# fram_stream_reader_flat

fram_stream_reader_flat, placed cells, one colour a class:
Bar = 20 um.
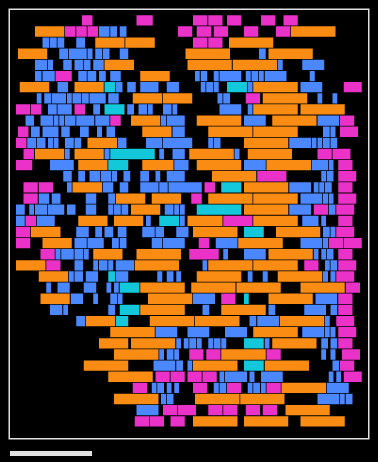

==> config.mk <==
export PLATFORM = sky130hd
export DESIGN_NAME = fram_stream_reader_flat
export DESIGN_NICKNAME = d
export VERILOG_FILES = /design/src/rtl/fram_pkg.sv /design/src/rtl/fram_stream_reader_if.sv /design/src/rtl/fram_out_fifo.sv /design/src/rtl/fram_stream_reader.sv /design/src/flat_wrapper.sv
export SDC_FILE = /design/constraint.sdc
export NUM_CORES = 1
export LEC_CHECK = 0
export ABC_AREA = 0
export CAP_MARGIN = 10
export CORE_ASPECT_RATIO = 1.2
export CORE_UTILIZATION = 52
export CTS_CLUSTER_DIAMETER = 200
export DETAILED_ROUTE_END_ITERATION = 7
export MAX_ROUTING_LAYER = met4
export PLACE_DENSITY = 0.8
export RECOVER_POWER = 50
export SETUP_SLACK_MARGIN = 0.5
export SLEW_MARGIN = 15
export SYNTH_ARGS = -nofsm -noshare
export SYNTH_HDL_FRONTEND = slang
export SYNTH_HIERARCHICAL = 1
export SYNTH_SLANG_ARGS = --single-unit
==> constraint.sdc <==
create_clock -name clk -period 3.41 [get_ports clk]
set_clock_uncertainty 0.15 [all_clocks]
set_input_delay 0.341 -clock clk [delete_from_list [all_inputs] [get_ports clk]]
set_output_delay 0.341 -clock clk [all_outputs]
set_load 0.05 [all_outputs]
==> src/rtl/fram_pkg.sv <==
// fram_pkg: shared defaults and types for the result-RAM stream reader.
package fram_pkg;

    localparam int FRAM_ADDR_W      = 10;
    localparam int FRAM_DATA_W      = 32;
    localparam int FRAM_NUM_SAMPLES = 1000;
    localparam int FRAM_RD_LAT      = 1;

    typedef enum logic [1:0] {
        IDLE,
        RUN,
        FLUSH
    } state_t;

    typedef logic [FRAM_DATA_W-1:0] sample_t;

endpackage

==> src/rtl/fram_stream_reader_if.sv <==
// fram_stream_reader_if: result-RAM read port plus the valid/ready sample stream.
interface fram_stream_reader_if
    import fram_pkg::*;
#(
    parameter int ADDR_W = FRAM_ADDR_W,
    parameter int DATA_W = FRAM_DATA_W
);

    logic [ADDR_W-1:0] ram_addr;
    logic              ram_rd;
    logic [DATA_W-1:0] ram_dout;
    logic              m_valid;
    logic              m_ready;
    logic [DATA_W-1:0] m_data;
    logic              m_last;

    modport master (
        output ram_addr, ram_rd, m_valid, m_data, m_last,
        input  ram_dout, m_ready
    );

    modport slave (
        input  ram_addr, ram_rd, m_valid, m_data, m_last,
        output ram_dout, m_ready
    );

endinterface

==> src/rtl/fram_out_fifo.sv <==
// fram_out_fifo: small show-ahead FIFO holding words returned by the result RAM.
module fram_out_fifo #(
    parameter  int DATA_W = 32,
    parameter  int DEPTH  = 2,
    localparam int PW     = (DEPTH > 1) ? $clog2(DEPTH) : 1,
    localparam int CW     = $clog2(DEPTH + 1)
) (
    input  logic              clk,
    input  logic              rst,
    input  logic              push,
    input  logic              pop,
    input  logic [DATA_W-1:0] din,
    output logic [DATA_W-1:0] dout,
    output logic [CW-1:0]     count
);

    logic [DATA_W-1:0] mem [DEPTH];
    logic [PW-1:0]     wp;
    logic [PW-1:0]     rp;

    // Depth need not be a power of two, so pointers wrap explicitly.
    function automatic logic [PW-1:0] nxt(input logic [PW-1:0] p);
        return (p == PW'(DEPTH - 1)) ? '0 : p + 1'b1;
    endfunction

    always_ff @(posedge clk) begin
        if (rst) begin
            wp    <= '0;
            rp    <= '0;
            count <= '0;
        end else begin
            if (push) wp <= nxt(wp);
            if (pop)  rp <= nxt(rp);
            count <= count + CW'(push) - CW'(pop);
        end
    end

    always_ff @(posedge clk) begin
        if (push) mem[wp] <= din;
    end

    assign dout = mem[rp];

endmodule

==> src/rtl/fram_stream_reader.sv <==
// fram_stream_reader: drains the result RAM onto a valid/ready stream with backpressure.
// FRAM_READER_CHKSUM_EN adds chk_sum, a running sum of every transferred word.
module fram_stream_reader
    import fram_pkg::*;
#(
    parameter int ADDR_W      = FRAM_ADDR_W,
    parameter int DATA_W      = FRAM_DATA_W,
    parameter int NUM_SAMPLES = FRAM_NUM_SAMPLES,
    parameter int RD_LAT      = FRAM_RD_LAT
) (
    input  logic clk,
    input  logic rst,
    input  logic start,
    fram_stream_reader_if.master bus,
    output logic busy,
    output logic done
`ifdef FRAM_READER_CHKSUM_EN
    ,
    output logic [DATA_W-1:0] chk_sum
`endif
);

    localparam int DEPTH = RD_LAT + 1;
    localparam int CW    = $clog2(DEPTH + 1);
    localparam int IW    = ADDR_W + 1;
    localparam logic [IW-1:0] N_IDX    = IW'(NUM_SAMPLES);
    localparam logic [IW-1:0] LAST_IDX = IW'(NUM_SAMPLES - 1);

    state_t            state;
    state_t            state_nx;
    logic [IW-1:0]     rd_idx;
    logic [IW-1:0]     out_idx;
    logic [RD_LAT-1:0] rd_pipe;
    logic [CW-1:0]     in_flight;
    logic [CW-1:0]     fifo_cnt;
    logic [DATA_W-1:0] fifo_dout;
    logic ret_valid, fifo_empty, issue, xfer, push, pop, start_run;

    assign ret_valid  = rd_pipe[RD_LAT-1];
    assign fifo_empty = (fifo_cnt == '0);
    assign start_run  = (state == IDLE) && start;

    // Only issue when the FIFO can absorb every outstanding read.
    assign issue = (state == RUN) && (rd_idx < N_IDX) &&
                   (({1'b0, fifo_cnt} + {1'b0, in_flight}) < (CW+1)'(DEPTH));

    // Empty FIFO lets returning data bypass straight to the stream.
    assign bus.m_valid  = (state == RUN) && (!fifo_empty || ret_valid);
    assign bus.m_data   = !fifo_empty ? fifo_dout :
                          (ret_valid ? bus.ram_dout : '0);
    assign bus.m_last   = bus.m_valid && (out_idx == LAST_IDX);
    assign bus.ram_rd   = issue;
    assign bus.ram_addr = issue ? rd_idx[ADDR_W-1:0] : '0;

    assign xfer = bus.m_valid && bus.m_ready;
    assign pop  = xfer && !fifo_empty;
    assign push = ret_valid && !(fifo_empty && xfer);
    assign busy = (state != IDLE);

    always_ff @(posedge clk) begin
        if (rst) state <= IDLE;
        else     state <= state_nx;
    end

    always_comb begin
        state_nx = state;
        done     = 1'b0;
        unique case (state)
            IDLE:  if (start) state_nx = RUN;
            RUN:   if (xfer && bus.m_last) state_nx = FLUSH;
            FLUSH: begin
                done     = 1'b1;
                state_nx = IDLE;
            end
            default: state_nx = IDLE;
        endcase
    end

    always_ff @(posedge clk) begin
        if (rst) begin
            rd_idx    <= '0;
            out_idx   <= '0;
            rd_pipe   <= '0;
            in_flight <= '0;
        end else begin
            rd_pipe   <= (rd_pipe << 1) | RD_LAT'(issue);
            in_flight <= in_flight + CW'(issue) - CW'(ret_valid);
            if (start_run) begin
                rd_idx  <= '0;
                out_idx <= '0;
            end else begin
                if (issue) rd_idx  <= rd_idx + 1'b1;
                if (xfer)  out_idx <= out_idx + 1'b1;
            end
        end
    end

    fram_out_fifo #(
        .DATA_W (DATA_W),
        .DEPTH  (DEPTH)
    ) u_fifo (
        .clk   (clk),
        .rst   (rst),
        .push  (push),
        .pop   (pop),
        .din   (bus.ram_dout),
        .dout  (fifo_dout),
        .count (fifo_cnt)
    );

`ifdef FRAM_READER_CHKSUM_EN
    always_ff @(posedge clk) begin
        if (rst || start_run) chk_sum <= '0;
        else if (xfer)        chk_sum <= chk_sum + bus.m_data;
    end
`endif

endmodule

==> src/flat_wrapper.sv <==
// flat-port wrapper written by rule: the top's interface ports become plain ports
module fram_stream_reader_flat import fram_pkg::*;
#(
    parameter int ADDR_W      = FRAM_ADDR_W,
    parameter int DATA_W      = FRAM_DATA_W,
    parameter int NUM_SAMPLES = FRAM_NUM_SAMPLES,
    parameter int RD_LAT      = FRAM_RD_LAT
)
  (clk, rst, start, busy, done, bus_ram_addr, bus_ram_rd, bus_m_valid, bus_m_data, bus_m_last, bus_ram_dout, bus_m_ready);
  fram_stream_reader_if #(.ADDR_W(ADDR_W), .DATA_W(DATA_W)) bus_i ();
  input  logic clk;
  input  logic rst;
  input  logic start;
  output logic busy;
  output logic done;
  output wire logic [$bits(bus_i.ram_addr)-1:0] bus_ram_addr;
  output wire logic [$bits(bus_i.ram_rd)-1:0] bus_ram_rd;
  output wire logic [$bits(bus_i.m_valid)-1:0] bus_m_valid;
  output wire logic [$bits(bus_i.m_data)-1:0] bus_m_data;
  output wire logic [$bits(bus_i.m_last)-1:0] bus_m_last;
  input wire logic [$bits(bus_i.ram_dout)-1:0] bus_ram_dout;
  input wire logic [$bits(bus_i.m_ready)-1:0] bus_m_ready;
  assign bus_ram_addr = bus_i.ram_addr;
  assign bus_ram_rd = bus_i.ram_rd;
  assign bus_m_valid = bus_i.m_valid;
  assign bus_m_data = bus_i.m_data;
  assign bus_m_last = bus_i.m_last;
  assign bus_i.ram_dout = bus_ram_dout;
  assign bus_i.m_ready = bus_m_ready;
  fram_stream_reader #(.ADDR_W(ADDR_W), .DATA_W(DATA_W), .NUM_SAMPLES(NUM_SAMPLES), .RD_LAT(RD_LAT)) u_core (.clk(clk), .rst(rst), .start(start), .bus(bus_i), .busy(busy), .done(done));
endmodule
# versat_databus_arbiter_flat

==> config.mk <==
export PLATFORM = sky130hd
export DESIGN_NAME = versat_databus_arbiter_flat
export DESIGN_NICKNAME = d
export VERILOG_FILES = /design/src/rtl/versat_databus_arbiter_pkg.sv /design/src/rtl/versat_databus_arbiter_if.sv /design/src/rtl/versat_rr_picker.sv /design/src/rtl/versat_databus_arbiter.sv /design/src/flat_wrapper.sv
export SDC_FILE = /design/constraint.sdc
export NUM_CORES = 1
export LEC_CHECK = 0
export CORE_AREA = 2 2 119 121
export CTS_BUF_LIST = sky130_fd_sc_hd__clkbuf_4 sky130_fd_sc_hd__clkbuf_8 sky130_fd_sc_hd__clkbuf_16
export DETAILED_ROUTE_END_ITERATION = 16
export DIE_AREA = 0 0 121 123
export HOLD_SLACK_MARGIN = 0.1
export PLACE_DENSITY = 0.57
export SLEW_MARGIN = 20
export SYNTH_ARGS = -nofsm -noshare
export SYNTH_HDL_FRONTEND = slang
export SYNTH_SLANG_ARGS = --single-unit
==> constraint.sdc <==
create_clock -name clk -period 2 [get_ports clk]
set_input_delay 0.4 -clock clk [delete_from_list [all_inputs] [get_ports clk]]
set_output_delay 0.4 -clock clk [all_outputs]
set_load 0.03 [all_outputs]
==> src/rtl/versat_databus_arbiter_pkg.sv <==
// Shared types and constants for the Versat databus arbiter slice.
package versat_databus_arbiter_pkg;

    localparam int unsigned IO_ADDR_W = 32;

    typedef enum logic {
        ARB_IDLE  = 1'b0,
        ARB_BURST = 1'b1
    } arb_state_e;

    // Grant index width, never below one bit even for a single master.
    function automatic int unsigned idx_width(input int unsigned n);
        return (n > 1) ? $clog2(n) : 1;
    endfunction

endpackage

==> src/rtl/versat_databus_arbiter_if.sv <==
// Databus bundle between the IO-unit side (s_*) and the memory side (m_*).
interface versat_databus_arbiter_if #(
    parameter int unsigned N_MASTERS = 2,
    parameter int unsigned DATA_W    = 32,
    parameter int unsigned ADDR_W    = versat_databus_arbiter_pkg::IO_ADDR_W
);

    logic [N_MASTERS-1:0]          s_valid;
    logic [N_MASTERS-1:0]          s_ready;
    logic [N_MASTERS*ADDR_W-1:0]   s_addr;
    logic [N_MASTERS*DATA_W-1:0]   s_wdata;
    logic [N_MASTERS*DATA_W/8-1:0] s_wstrb;
    logic [N_MASTERS*8-1:0]        s_len;
    logic [DATA_W-1:0]             s_rdata;
    logic [N_MASTERS-1:0]          s_last;

    logic                          m_valid;
    logic                          m_ready;
    logic [ADDR_W-1:0]             m_addr;
    logic [DATA_W-1:0]             m_wdata;
    logic [DATA_W/8-1:0]           m_wstrb;
    logic [7:0]                    m_len;
    logic [DATA_W-1:0]             m_rdata;
    logic                          m_last;

    // Arbiter view: receives requests and memory responses.
    modport slave (
        input  s_valid, s_addr, s_wdata, s_wstrb, s_len, m_ready, m_rdata, m_last,
        output s_ready, s_rdata, s_last, m_valid, m_addr, m_wdata, m_wstrb, m_len
    );

    // Environment view: IO units plus system memory.
    modport master (
        output s_valid, s_addr, s_wdata, s_wstrb, s_len, m_ready, m_rdata, m_last,
        input  s_ready, s_rdata, s_last, m_valid, m_addr, m_wdata, m_wstrb, m_len
    );

endinterface

==> src/rtl/versat_rr_picker.sv <==
// Combinational round-robin picker: first requester at or after ptr, wrapping.
module versat_rr_picker #(
    parameter int unsigned N     = 2,
    parameter int unsigned IDX_W = 1
) (
    input  logic [N-1:0]     req,
    input  logic [IDX_W-1:0] ptr,
    output logic             found,
    output logic [IDX_W-1:0] idx
);

    int unsigned      cand;
    logic [IDX_W-1:0] cand_idx;

    always_comb begin
        found    = 1'b0;
        idx      = '0;
        cand     = 0;
        cand_idx = '0;
        for (int unsigned i = 0; i < N; i++) begin
            cand = 32'(ptr) + i;
            if (cand >= N) begin
                cand = cand - N;
            end
            cand_idx = IDX_W'(cand);
            if (!found && req[cand_idx]) begin
                found = 1'b1;
                idx   = cand_idx;
            end
        end
    end

endmodule

==> src/rtl/versat_databus_arbiter.sv <==
// Burst-locked round-robin arbiter sharing one memory databus among N IO units.
// Optional VERSAT_ARB_PRIO_EN adds a high_prio input that narrows arbitration.
module versat_databus_arbiter
    import versat_databus_arbiter_pkg::*;
#(
    parameter  int unsigned N_MASTERS = 2,
    parameter  int unsigned DATA_W    = 32,
    parameter  int unsigned ADDR_W    = IO_ADDR_W,
    localparam int unsigned IDX_W     = idx_width(N_MASTERS)
) (
    input  logic                   clk,
    input  logic                   rst,
`ifdef VERSAT_ARB_PRIO_EN
    input  logic [N_MASTERS-1:0]   high_prio,
`endif
    versat_databus_arbiter_if.slave bus,
    output logic                   busy,
    output logic [IDX_W-1:0]       grant_idx
);

    localparam logic [IDX_W-1:0] LAST_IDX = IDX_W'(N_MASTERS - 1);

    arb_state_e           state_q, state_d;
    logic [IDX_W-1:0]     grant_q, grant_d;
    logic [IDX_W-1:0]     rr_ptr_q, rr_ptr_d;
    logic [N_MASTERS-1:0] pick_req;
    logic                 pick_found;
    logic [IDX_W-1:0]     pick_idx;
    logic                 burst_end;

`ifdef VERSAT_ARB_PRIO_EN
    logic [N_MASTERS-1:0] hot_req;
    assign hot_req  = bus.s_valid & high_prio;
    assign pick_req = (|hot_req) ? hot_req : bus.s_valid;
`else
    assign pick_req = bus.s_valid;
`endif

    versat_rr_picker #(
        .N     (N_MASTERS),
        .IDX_W (IDX_W)
    ) u_picker (
        .req   (pick_req),
        .ptr   (rr_ptr_q),
        .found (pick_found),
        .idx   (pick_idx)
    );

    always_ff @(posedge clk or negedge rst) begin
        if (!rst) begin
            state_q  <= ARB_IDLE;
            grant_q  <= '0;
            rr_ptr_q <= '0;
        end else begin
            state_q  <= state_d;
            grant_q  <= grant_d;
            rr_ptr_q <= rr_ptr_d;
        end
    end

    // Only a handshaked last beat closes the burst; a bare m_last is ignored.
    assign burst_end = (state_q == ARB_BURST) & bus.m_valid & bus.m_ready & bus.m_last;

    always_comb begin
        state_d  = state_q;
        grant_d  = grant_q;
        rr_ptr_d = rr_ptr_q;
        case (state_q)
            ARB_IDLE: begin
                if (pick_found) begin
                    grant_d = pick_idx;
                    state_d = ARB_BURST;
                end
            end
            ARB_BURST: begin
                if (burst_end) begin
                    state_d  = ARB_IDLE;
                    rr_ptr_d = (grant_q == LAST_IDX) ? '0 : grant_q + 1'b1;
                end
            end
            default: state_d = ARB_IDLE;
        endcase
    end

    always_comb begin
        bus.m_valid = 1'b0;
        bus.m_addr  = '0;
        bus.m_wdata = '0;
        bus.m_wstrb = '0;
        bus.m_len   = '0;
        bus.s_ready = '0;
        bus.s_last  = '0;
        bus.s_rdata = bus.m_rdata;
        if (state_q == ARB_BURST) begin
            for (int unsigned k = 0; k < N_MASTERS; k++) begin
                if (grant_q == IDX_W'(k)) begin
                    bus.m_valid   = bus.s_valid[k];
                    bus.m_addr    = bus.s_addr[k*ADDR_W +: ADDR_W];
                    bus.m_wdata   = bus.s_wdata[k*DATA_W +: DATA_W];
                    bus.m_wstrb   = bus.s_wstrb[k*(DATA_W/8) +: DATA_W/8];
                    bus.m_len     = bus.s_len[k*8 +: 8];
                    bus.s_ready[k] = bus.m_ready;
                    bus.s_last[k]  = bus.m_last;
                end
            end
        end
    end

    assign busy      = (state_q == ARB_BURST);
    assign grant_idx = grant_q;

endmodule
==> src/flat_wrapper.sv <==
// flat-port wrapper written by rule: the top's interface ports become plain ports
module versat_databus_arbiter_flat import versat_databus_arbiter_pkg::*;
#(
    parameter  int unsigned N_MASTERS = 2,
    parameter  int unsigned DATA_W    = 32,
    parameter  int unsigned ADDR_W    = IO_ADDR_W,
    localparam int unsigned IDX_W     = idx_width(N_MASTERS)
)
  (clk, rst, busy, grant_idx, bus_s_valid, bus_s_addr, bus_s_wdata, bus_s_wstrb, bus_s_len, bus_m_ready, bus_m_rdata, bus_m_last, bus_s_ready, bus_s_rdata, bus_s_last, bus_m_valid, bus_m_addr, bus_m_wdata, bus_m_wstrb, bus_m_len);
  versat_databus_arbiter_if #(.N_MASTERS(N_MASTERS), .DATA_W(DATA_W), .ADDR_W(ADDR_W)) bus_i ();
  input  logic clk;
  input  logic rst;
  output logic busy;
  output logic [IDX_W-1:0] grant_idx;
  input wire logic [$bits(bus_i.s_valid)-1:0] bus_s_valid;
  input wire logic [$bits(bus_i.s_addr)-1:0] bus_s_addr;
  input wire logic [$bits(bus_i.s_wdata)-1:0] bus_s_wdata;
  input wire logic [$bits(bus_i.s_wstrb)-1:0] bus_s_wstrb;
  input wire logic [$bits(bus_i.s_len)-1:0] bus_s_len;
  input wire logic [$bits(bus_i.m_ready)-1:0] bus_m_ready;
  input wire logic [$bits(bus_i.m_rdata)-1:0] bus_m_rdata;
  input wire logic [$bits(bus_i.m_last)-1:0] bus_m_last;
  output wire logic [$bits(bus_i.s_ready)-1:0] bus_s_ready;
  output wire logic [$bits(bus_i.s_rdata)-1:0] bus_s_rdata;
  output wire logic [$bits(bus_i.s_last)-1:0] bus_s_last;
  output wire logic [$bits(bus_i.m_valid)-1:0] bus_m_valid;
  output wire logic [$bits(bus_i.m_addr)-1:0] bus_m_addr;
  output wire logic [$bits(bus_i.m_wdata)-1:0] bus_m_wdata;
  output wire logic [$bits(bus_i.m_wstrb)-1:0] bus_m_wstrb;
  output wire logic [$bits(bus_i.m_len)-1:0] bus_m_len;
  assign bus_i.s_valid = bus_s_valid;
  assign bus_i.s_addr = bus_s_addr;
  assign bus_i.s_wdata = bus_s_wdata;
  assign bus_i.s_wstrb = bus_s_wstrb;
  assign bus_i.s_len = bus_s_len;
  assign bus_i.m_ready = bus_m_ready;
  assign bus_i.m_rdata = bus_m_rdata;
  assign bus_i.m_last = bus_m_last;
  assign bus_s_ready = bus_i.s_ready;
  assign bus_s_rdata = bus_i.s_rdata;
  assign bus_s_last = bus_i.s_last;
  assign bus_m_valid = bus_i.m_valid;
  assign bus_m_addr = bus_i.m_addr;
  assign bus_m_wdata = bus_i.m_wdata;
  assign bus_m_wstrb = bus_i.m_wstrb;
  assign bus_m_len = bus_i.m_len;
  versat_databus_arbiter #(.N_MASTERS(N_MASTERS), .DATA_W(DATA_W), .ADDR_W(ADDR_W)) u_core (.clk(clk), .rst(rst), .bus(bus_i), .busy(busy), .grant_idx(grant_idx));
endmodule
# counter

===== config.mk =====
export PLATFORM = sky130hd
export DESIGN_NAME = counter
export DESIGN_NICKNAME = d
export VERILOG_FILES = /design/src/rtl/counter.sv
export SDC_FILE = /design/constraint.sdc
export NUM_CORES = 1
export LEC_CHECK = 0
export CORE_ASPECT_RATIO = 2
export CORE_MARGIN = 1
export CORE_UTILIZATION = 39
export CTS_CLUSTER_SIZE = 12
export DETAILED_ROUTE_END_ITERATION = 6
export GPL_ROUTABILITY_DRIVEN = 0
export HOLD_SLACK_MARGIN = 0.1
export PLACE_DENSITY_LB_ADDON = 0.25
export SLEW_MARGIN = 10
export SYNTH_ARGS = -nofsm -noshare
export SYNTH_HDL_FRONTEND = slang
export SYNTH_SLANG_ARGS = --single-unit

===== constraint.sdc =====
create_clock -name i_sysclk -period 1.67 [get_ports i_sysclk]
set_input_delay 0.334 -clock i_sysclk [delete_from_list [all_inputs] [get_ports i_sysclk]]
set_output_delay 0.334 -clock i_sysclk [all_outputs]
set_load 0.02 [all_outputs]

===== src/rtl/counter.sv =====
// counter: WIDTH-bit loadable up-counter.
// Next-value priority is clear, then load, then increment, otherwise hold.
// The increment wraps modulo 2^WIDTH. The asynchronous active-high reset
// forces the count to zero at once. The output comes straight from the
// count register, so it has no combinational path from any input.
module counter #(
   parameter int WIDTH = 16
) (
   input  logic             i_sysclk,
   input  logic             i_sysrst,
   input  logic             i_cnt_en,
   input  logic             i_ld,
   input  logic             i_clr,
   input  logic [WIDTH-1:0] i_ld_data,
   output logic [WIDTH-1:0] o_cnt_data
);

   localparam logic [WIDTH-1:0] ONE = WIDTH'(1);

   logic [WIDTH-1:0] count_q;
   logic [WIDTH-1:0] count_d;

   // Next-count selection by fixed priority: clear > load > increment > hold.
   always_comb begin
      // NOTE: default first so every path assigns count_d and no latch is inferred.
      count_d = count_q;
      if (i_clr) begin
         count_d = '0;
      end else if (i_ld) begin
         count_d = i_ld_data;
      end else if (i_cnt_en) begin
         count_d = count_q + ONE;   // natural wrap: all-ones + 1 -> 0
      end
   end

   // Count register with asynchronous active-high reset.
   always_ff @(posedge i_sysclk or posedge i_sysrst) begin
      // NOTE: non-blocking assignments for registered state avoid simulation races.
      if (i_sysrst) begin
         count_q <= '0;
      end else begin
         count_q <= count_d;
      end
   end

   assign o_cnt_data = count_q;

endmodule


fram_stream_reader_flat, clock wires, drivers and flops:
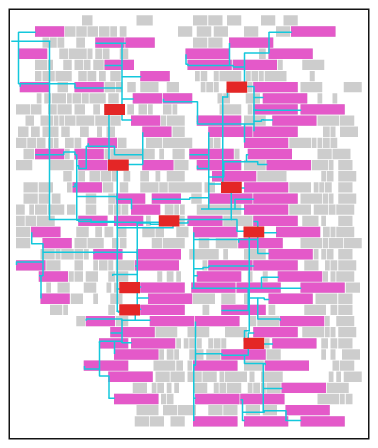
legend:
  magenta:
    item: flip-flops
    count: 96
  cyan:
    item: clock wires
    length: 993 um
  red:
    item: clock-net drivers
    count: 9
routed clock nets: 10
clock network power share: 24.3%
power in the clock group: 0.808 mW

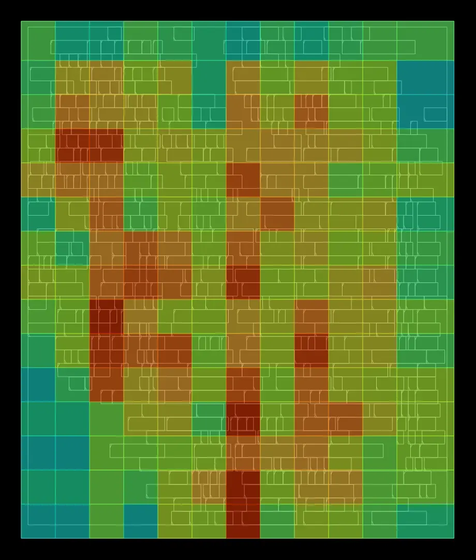
fram_stream_reader_flat: congestion heat map
GR peak layer: met2
GRT Total Usage: 21.0%
Finished Core Util: 67.6%

About 'placed cells, one colour a class' of fram_stream_reader_flat:
legend:
  blue:
    class: remaining logic cells
    cells: 278
  cyan:
    class: clock drivers and dummy loads
    cells: 16
  orange:
    class: registers
    cells: 96
  magenta:
    class: remaining buffers and delay cells
    cells: 90

==> Changelog: implementation, fram_stream_reader_flat <==
### Implementation results

* Run status: completed
* Commonest Layout Cell: nand2_1
* Int Power at 2.17 mW
* Post-synth seq share at 56.2%
* Post-CTS sizing at 8
* Top pwr grp: sequential cells
* AND-OR/OR-AND Cells, Area Fraction at 7.03%
* Top-area cell share at 42.2%
* Crit path cell chain: and2_1 -> fa_1 -> or3_4 -> or2_0 -> nor3_2 -> buf_6
* Worst Hold Launch: u_core/out_idx[10]
* DR top layer: met4
* GPL Wtd Cong at 0.833
* CP bufs+invs at 1
* Setup TNS at 0 ps
* Mux area share at 10.8%
* Nets at between 500 and 600
* PwrDens at 577 mW/mm^2
* Comb area leader: simple AND/OR/NAND/NOR gates
* Synth Instances at 395
* Most frequent cells in the layout: nand2_1, edfxtp_1, o21ai_0
* R2r endpoint: u_core/rd_idx[3]
* Hold Path Depth at 2
* Clk sinks at 96
* Slew margin rel. at 21.1%
fram_stream_reader_flat: final cells by class:
class,count,area share (%)
timing repair buffer,90,16.3
sequential,96,44.6
clock buffer,11,2.46
multi-input combinational,270,32.2
inverter,8,0.522
tap,117,2.54
clock inverter,5,1.41
fram_stream_reader_flat: state kept, by name, summed over array words and instances, names as in the netlist, named ones only:
name and flops:
u_core/out_idx 11, u_core/u_fifo/rp 1, u_core/u_fifo/wp 1, u_core/state 2
u_core/in_flight 2, u_core/u_fifo/mem 64, u_core/rd_pipe 1, u_core/rd_idx 11
u_core/u_fifo/count 2
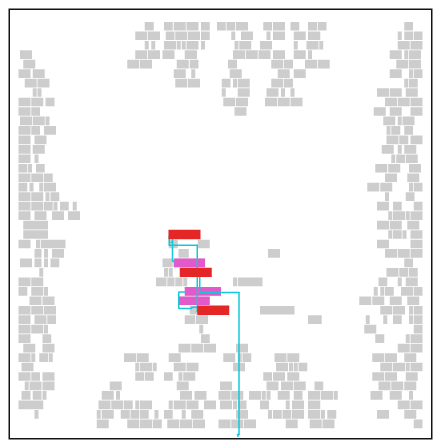
versat_databus_arbiter_flat: clock wires, drivers and flops
legend:
  red:
    item: clock-net drivers
    count: 3
  magenta:
    item: flip-flops
    count: 3
  cyan:
    item: clock wires
    length: 130 um
routed clock nets: 4

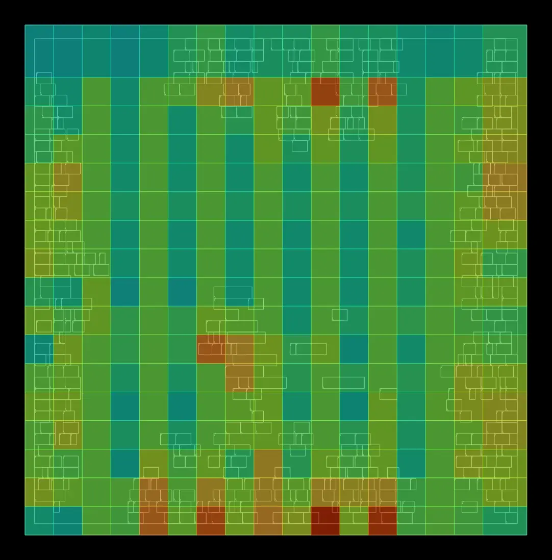
versat_databus_arbiter_flat: congestion heat map
GR peak layer: met2
met1 GRT Util: 8.68%
per-cell routed wire length: 12.4 um

==> Changelog: implementation, versat_databus_arbiter_flat <==
### Implementation results

* Post-DP HPWL at 6.28 mm
* Overall power at 4.30 mW
* MaxCap Viol Count at 0
* Post-Layout Cell Count at 604
* Worst-case register-to-register setup slack at 760 ps
* Final setup fails at 0
* Later-pin clock latency in the skew report at 220 ps
* XORs/XNORs by Area at 0%
* Setup Crit Path Kind: reg -> out
* GPL Wtd Cong at 0.718
* CTS max path bufs at 2
* Placed cells at 600
* Routed vias at 2302
* Peak VDD IR at slightly below 0.5 mV
* Area contributors post-synth: mux2i_1, nor2_1, buf_4, buf_6, dfrtp_1
* Post-synthesis cell area at 0.00161 sq mm
* Top-area cell share at a little under half
* Logic gate fraction of the total cell area at 29.7%
* Run status: completed
* Nets at 615
* Signal buffers at 246
* Layout cell share with drive strength beyond 1 at around 22%
* Fa+ha+maj area frac at 0%
## versat_databus_arbiter_flat: routing by layer
| metal | vias to the layer above | part of all wire [%] | global-route usage, % | routed length, um |
|---|---|---|---|---|
| li1 | 1111 | - | - | - |
| met1 | 1010 | 34 | 8.68 | 2510 |
| met2 | 156 | 53 | 17.9 | 3960 |
| met3 | 25 | 11 | 1.94 | 822 |
| met4 | 0 | 2.3 | 3.20 | 170 |
| met5 | - | 0 | 0 | 0 |
## versat_databus_arbiter_flat: worst register-to-register path: cells and delay by family (launching register included)
kind	cells	cell delay [ps]
DFF	1	510
AOI/OAI and AO/OA	1	330
buffers and inverters	2	280
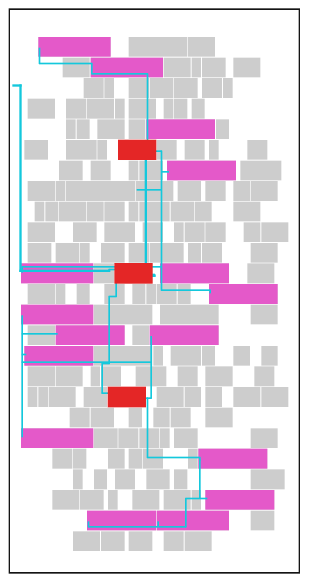
counter: clock wires, drivers and flops
legend:
  cyan:
    item: clock wires
    length: 250 um
  red:
    item: clock-net drivers
    count: 3
  magenta:
    item: flip-flops
    count: 16
flops lie: widely spread
routed clock nets: 4

==> Changelog: implementation, counter <==
### Implementation results

* Run status: completed
* Max FFs per register at 16
* Top_reg_cell synth: dfrtp_1
* Critical path data arrival time at between 1000 and 1500 ps
* Tcrit/Tclk final at just under 100%
* Total placed instance area at 0.00149 sq mm
* Syn_nets at 133
* Top-area cell share at 39.4%
* Mux area share at 3.94%
* ClkCell Share at 3.28%
* Required @ worst endpoint at 1340 ps
* Slowest stage delay, CP at 630 ps
* Critical Path Sink: o_cnt_data[8]
* First-pass GRT wire length at between 4 and 5 mm
* R2r endpoint: o_cnt_data[15]
counter: what timing repair did:
item                       4_1_cts  5_1_grt
setup endpoints to repair       16        7
pin swaps                        7        7
gates resized                   25        4
buffers inserted                 4        3
hold buffers                     0        0
counter: per-layer routing:
metal	routed length [um]	global-route usage [%]	vias up
met2	1860	45.6	42
met1	1030	22.1	536
met3	130	2.99	4
met5	0	0	-
li1	-	-	510
met4	40	12.7	0

## Gallery

Power grid.
Pins as bars on the die edge. Tap cells in grey.
panel A
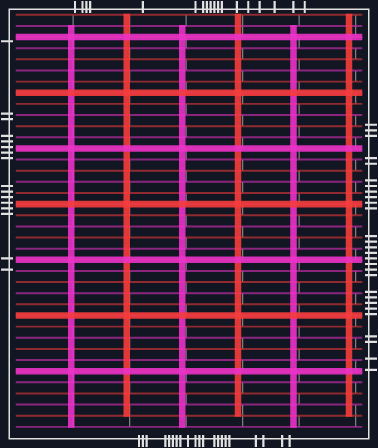
panel B
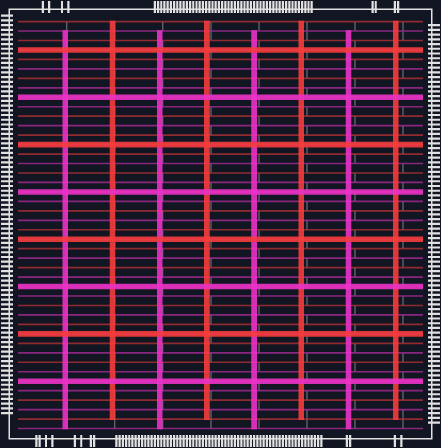
panel C
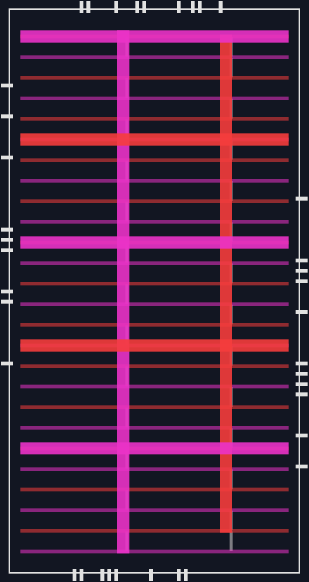
| picture | from |
|---|---|
| panel C | counter |
| panel A | fram_stream_reader_flat |
| panel B | versat_databus_arbiter_flat |

Key to panel B:
legend:
  magenta:
    net: VSS
  red:
    net: VDD
signal pins: 305
met5 straps: 8


Power figures rest on the tool's default switching activity, not on a simulated workload.
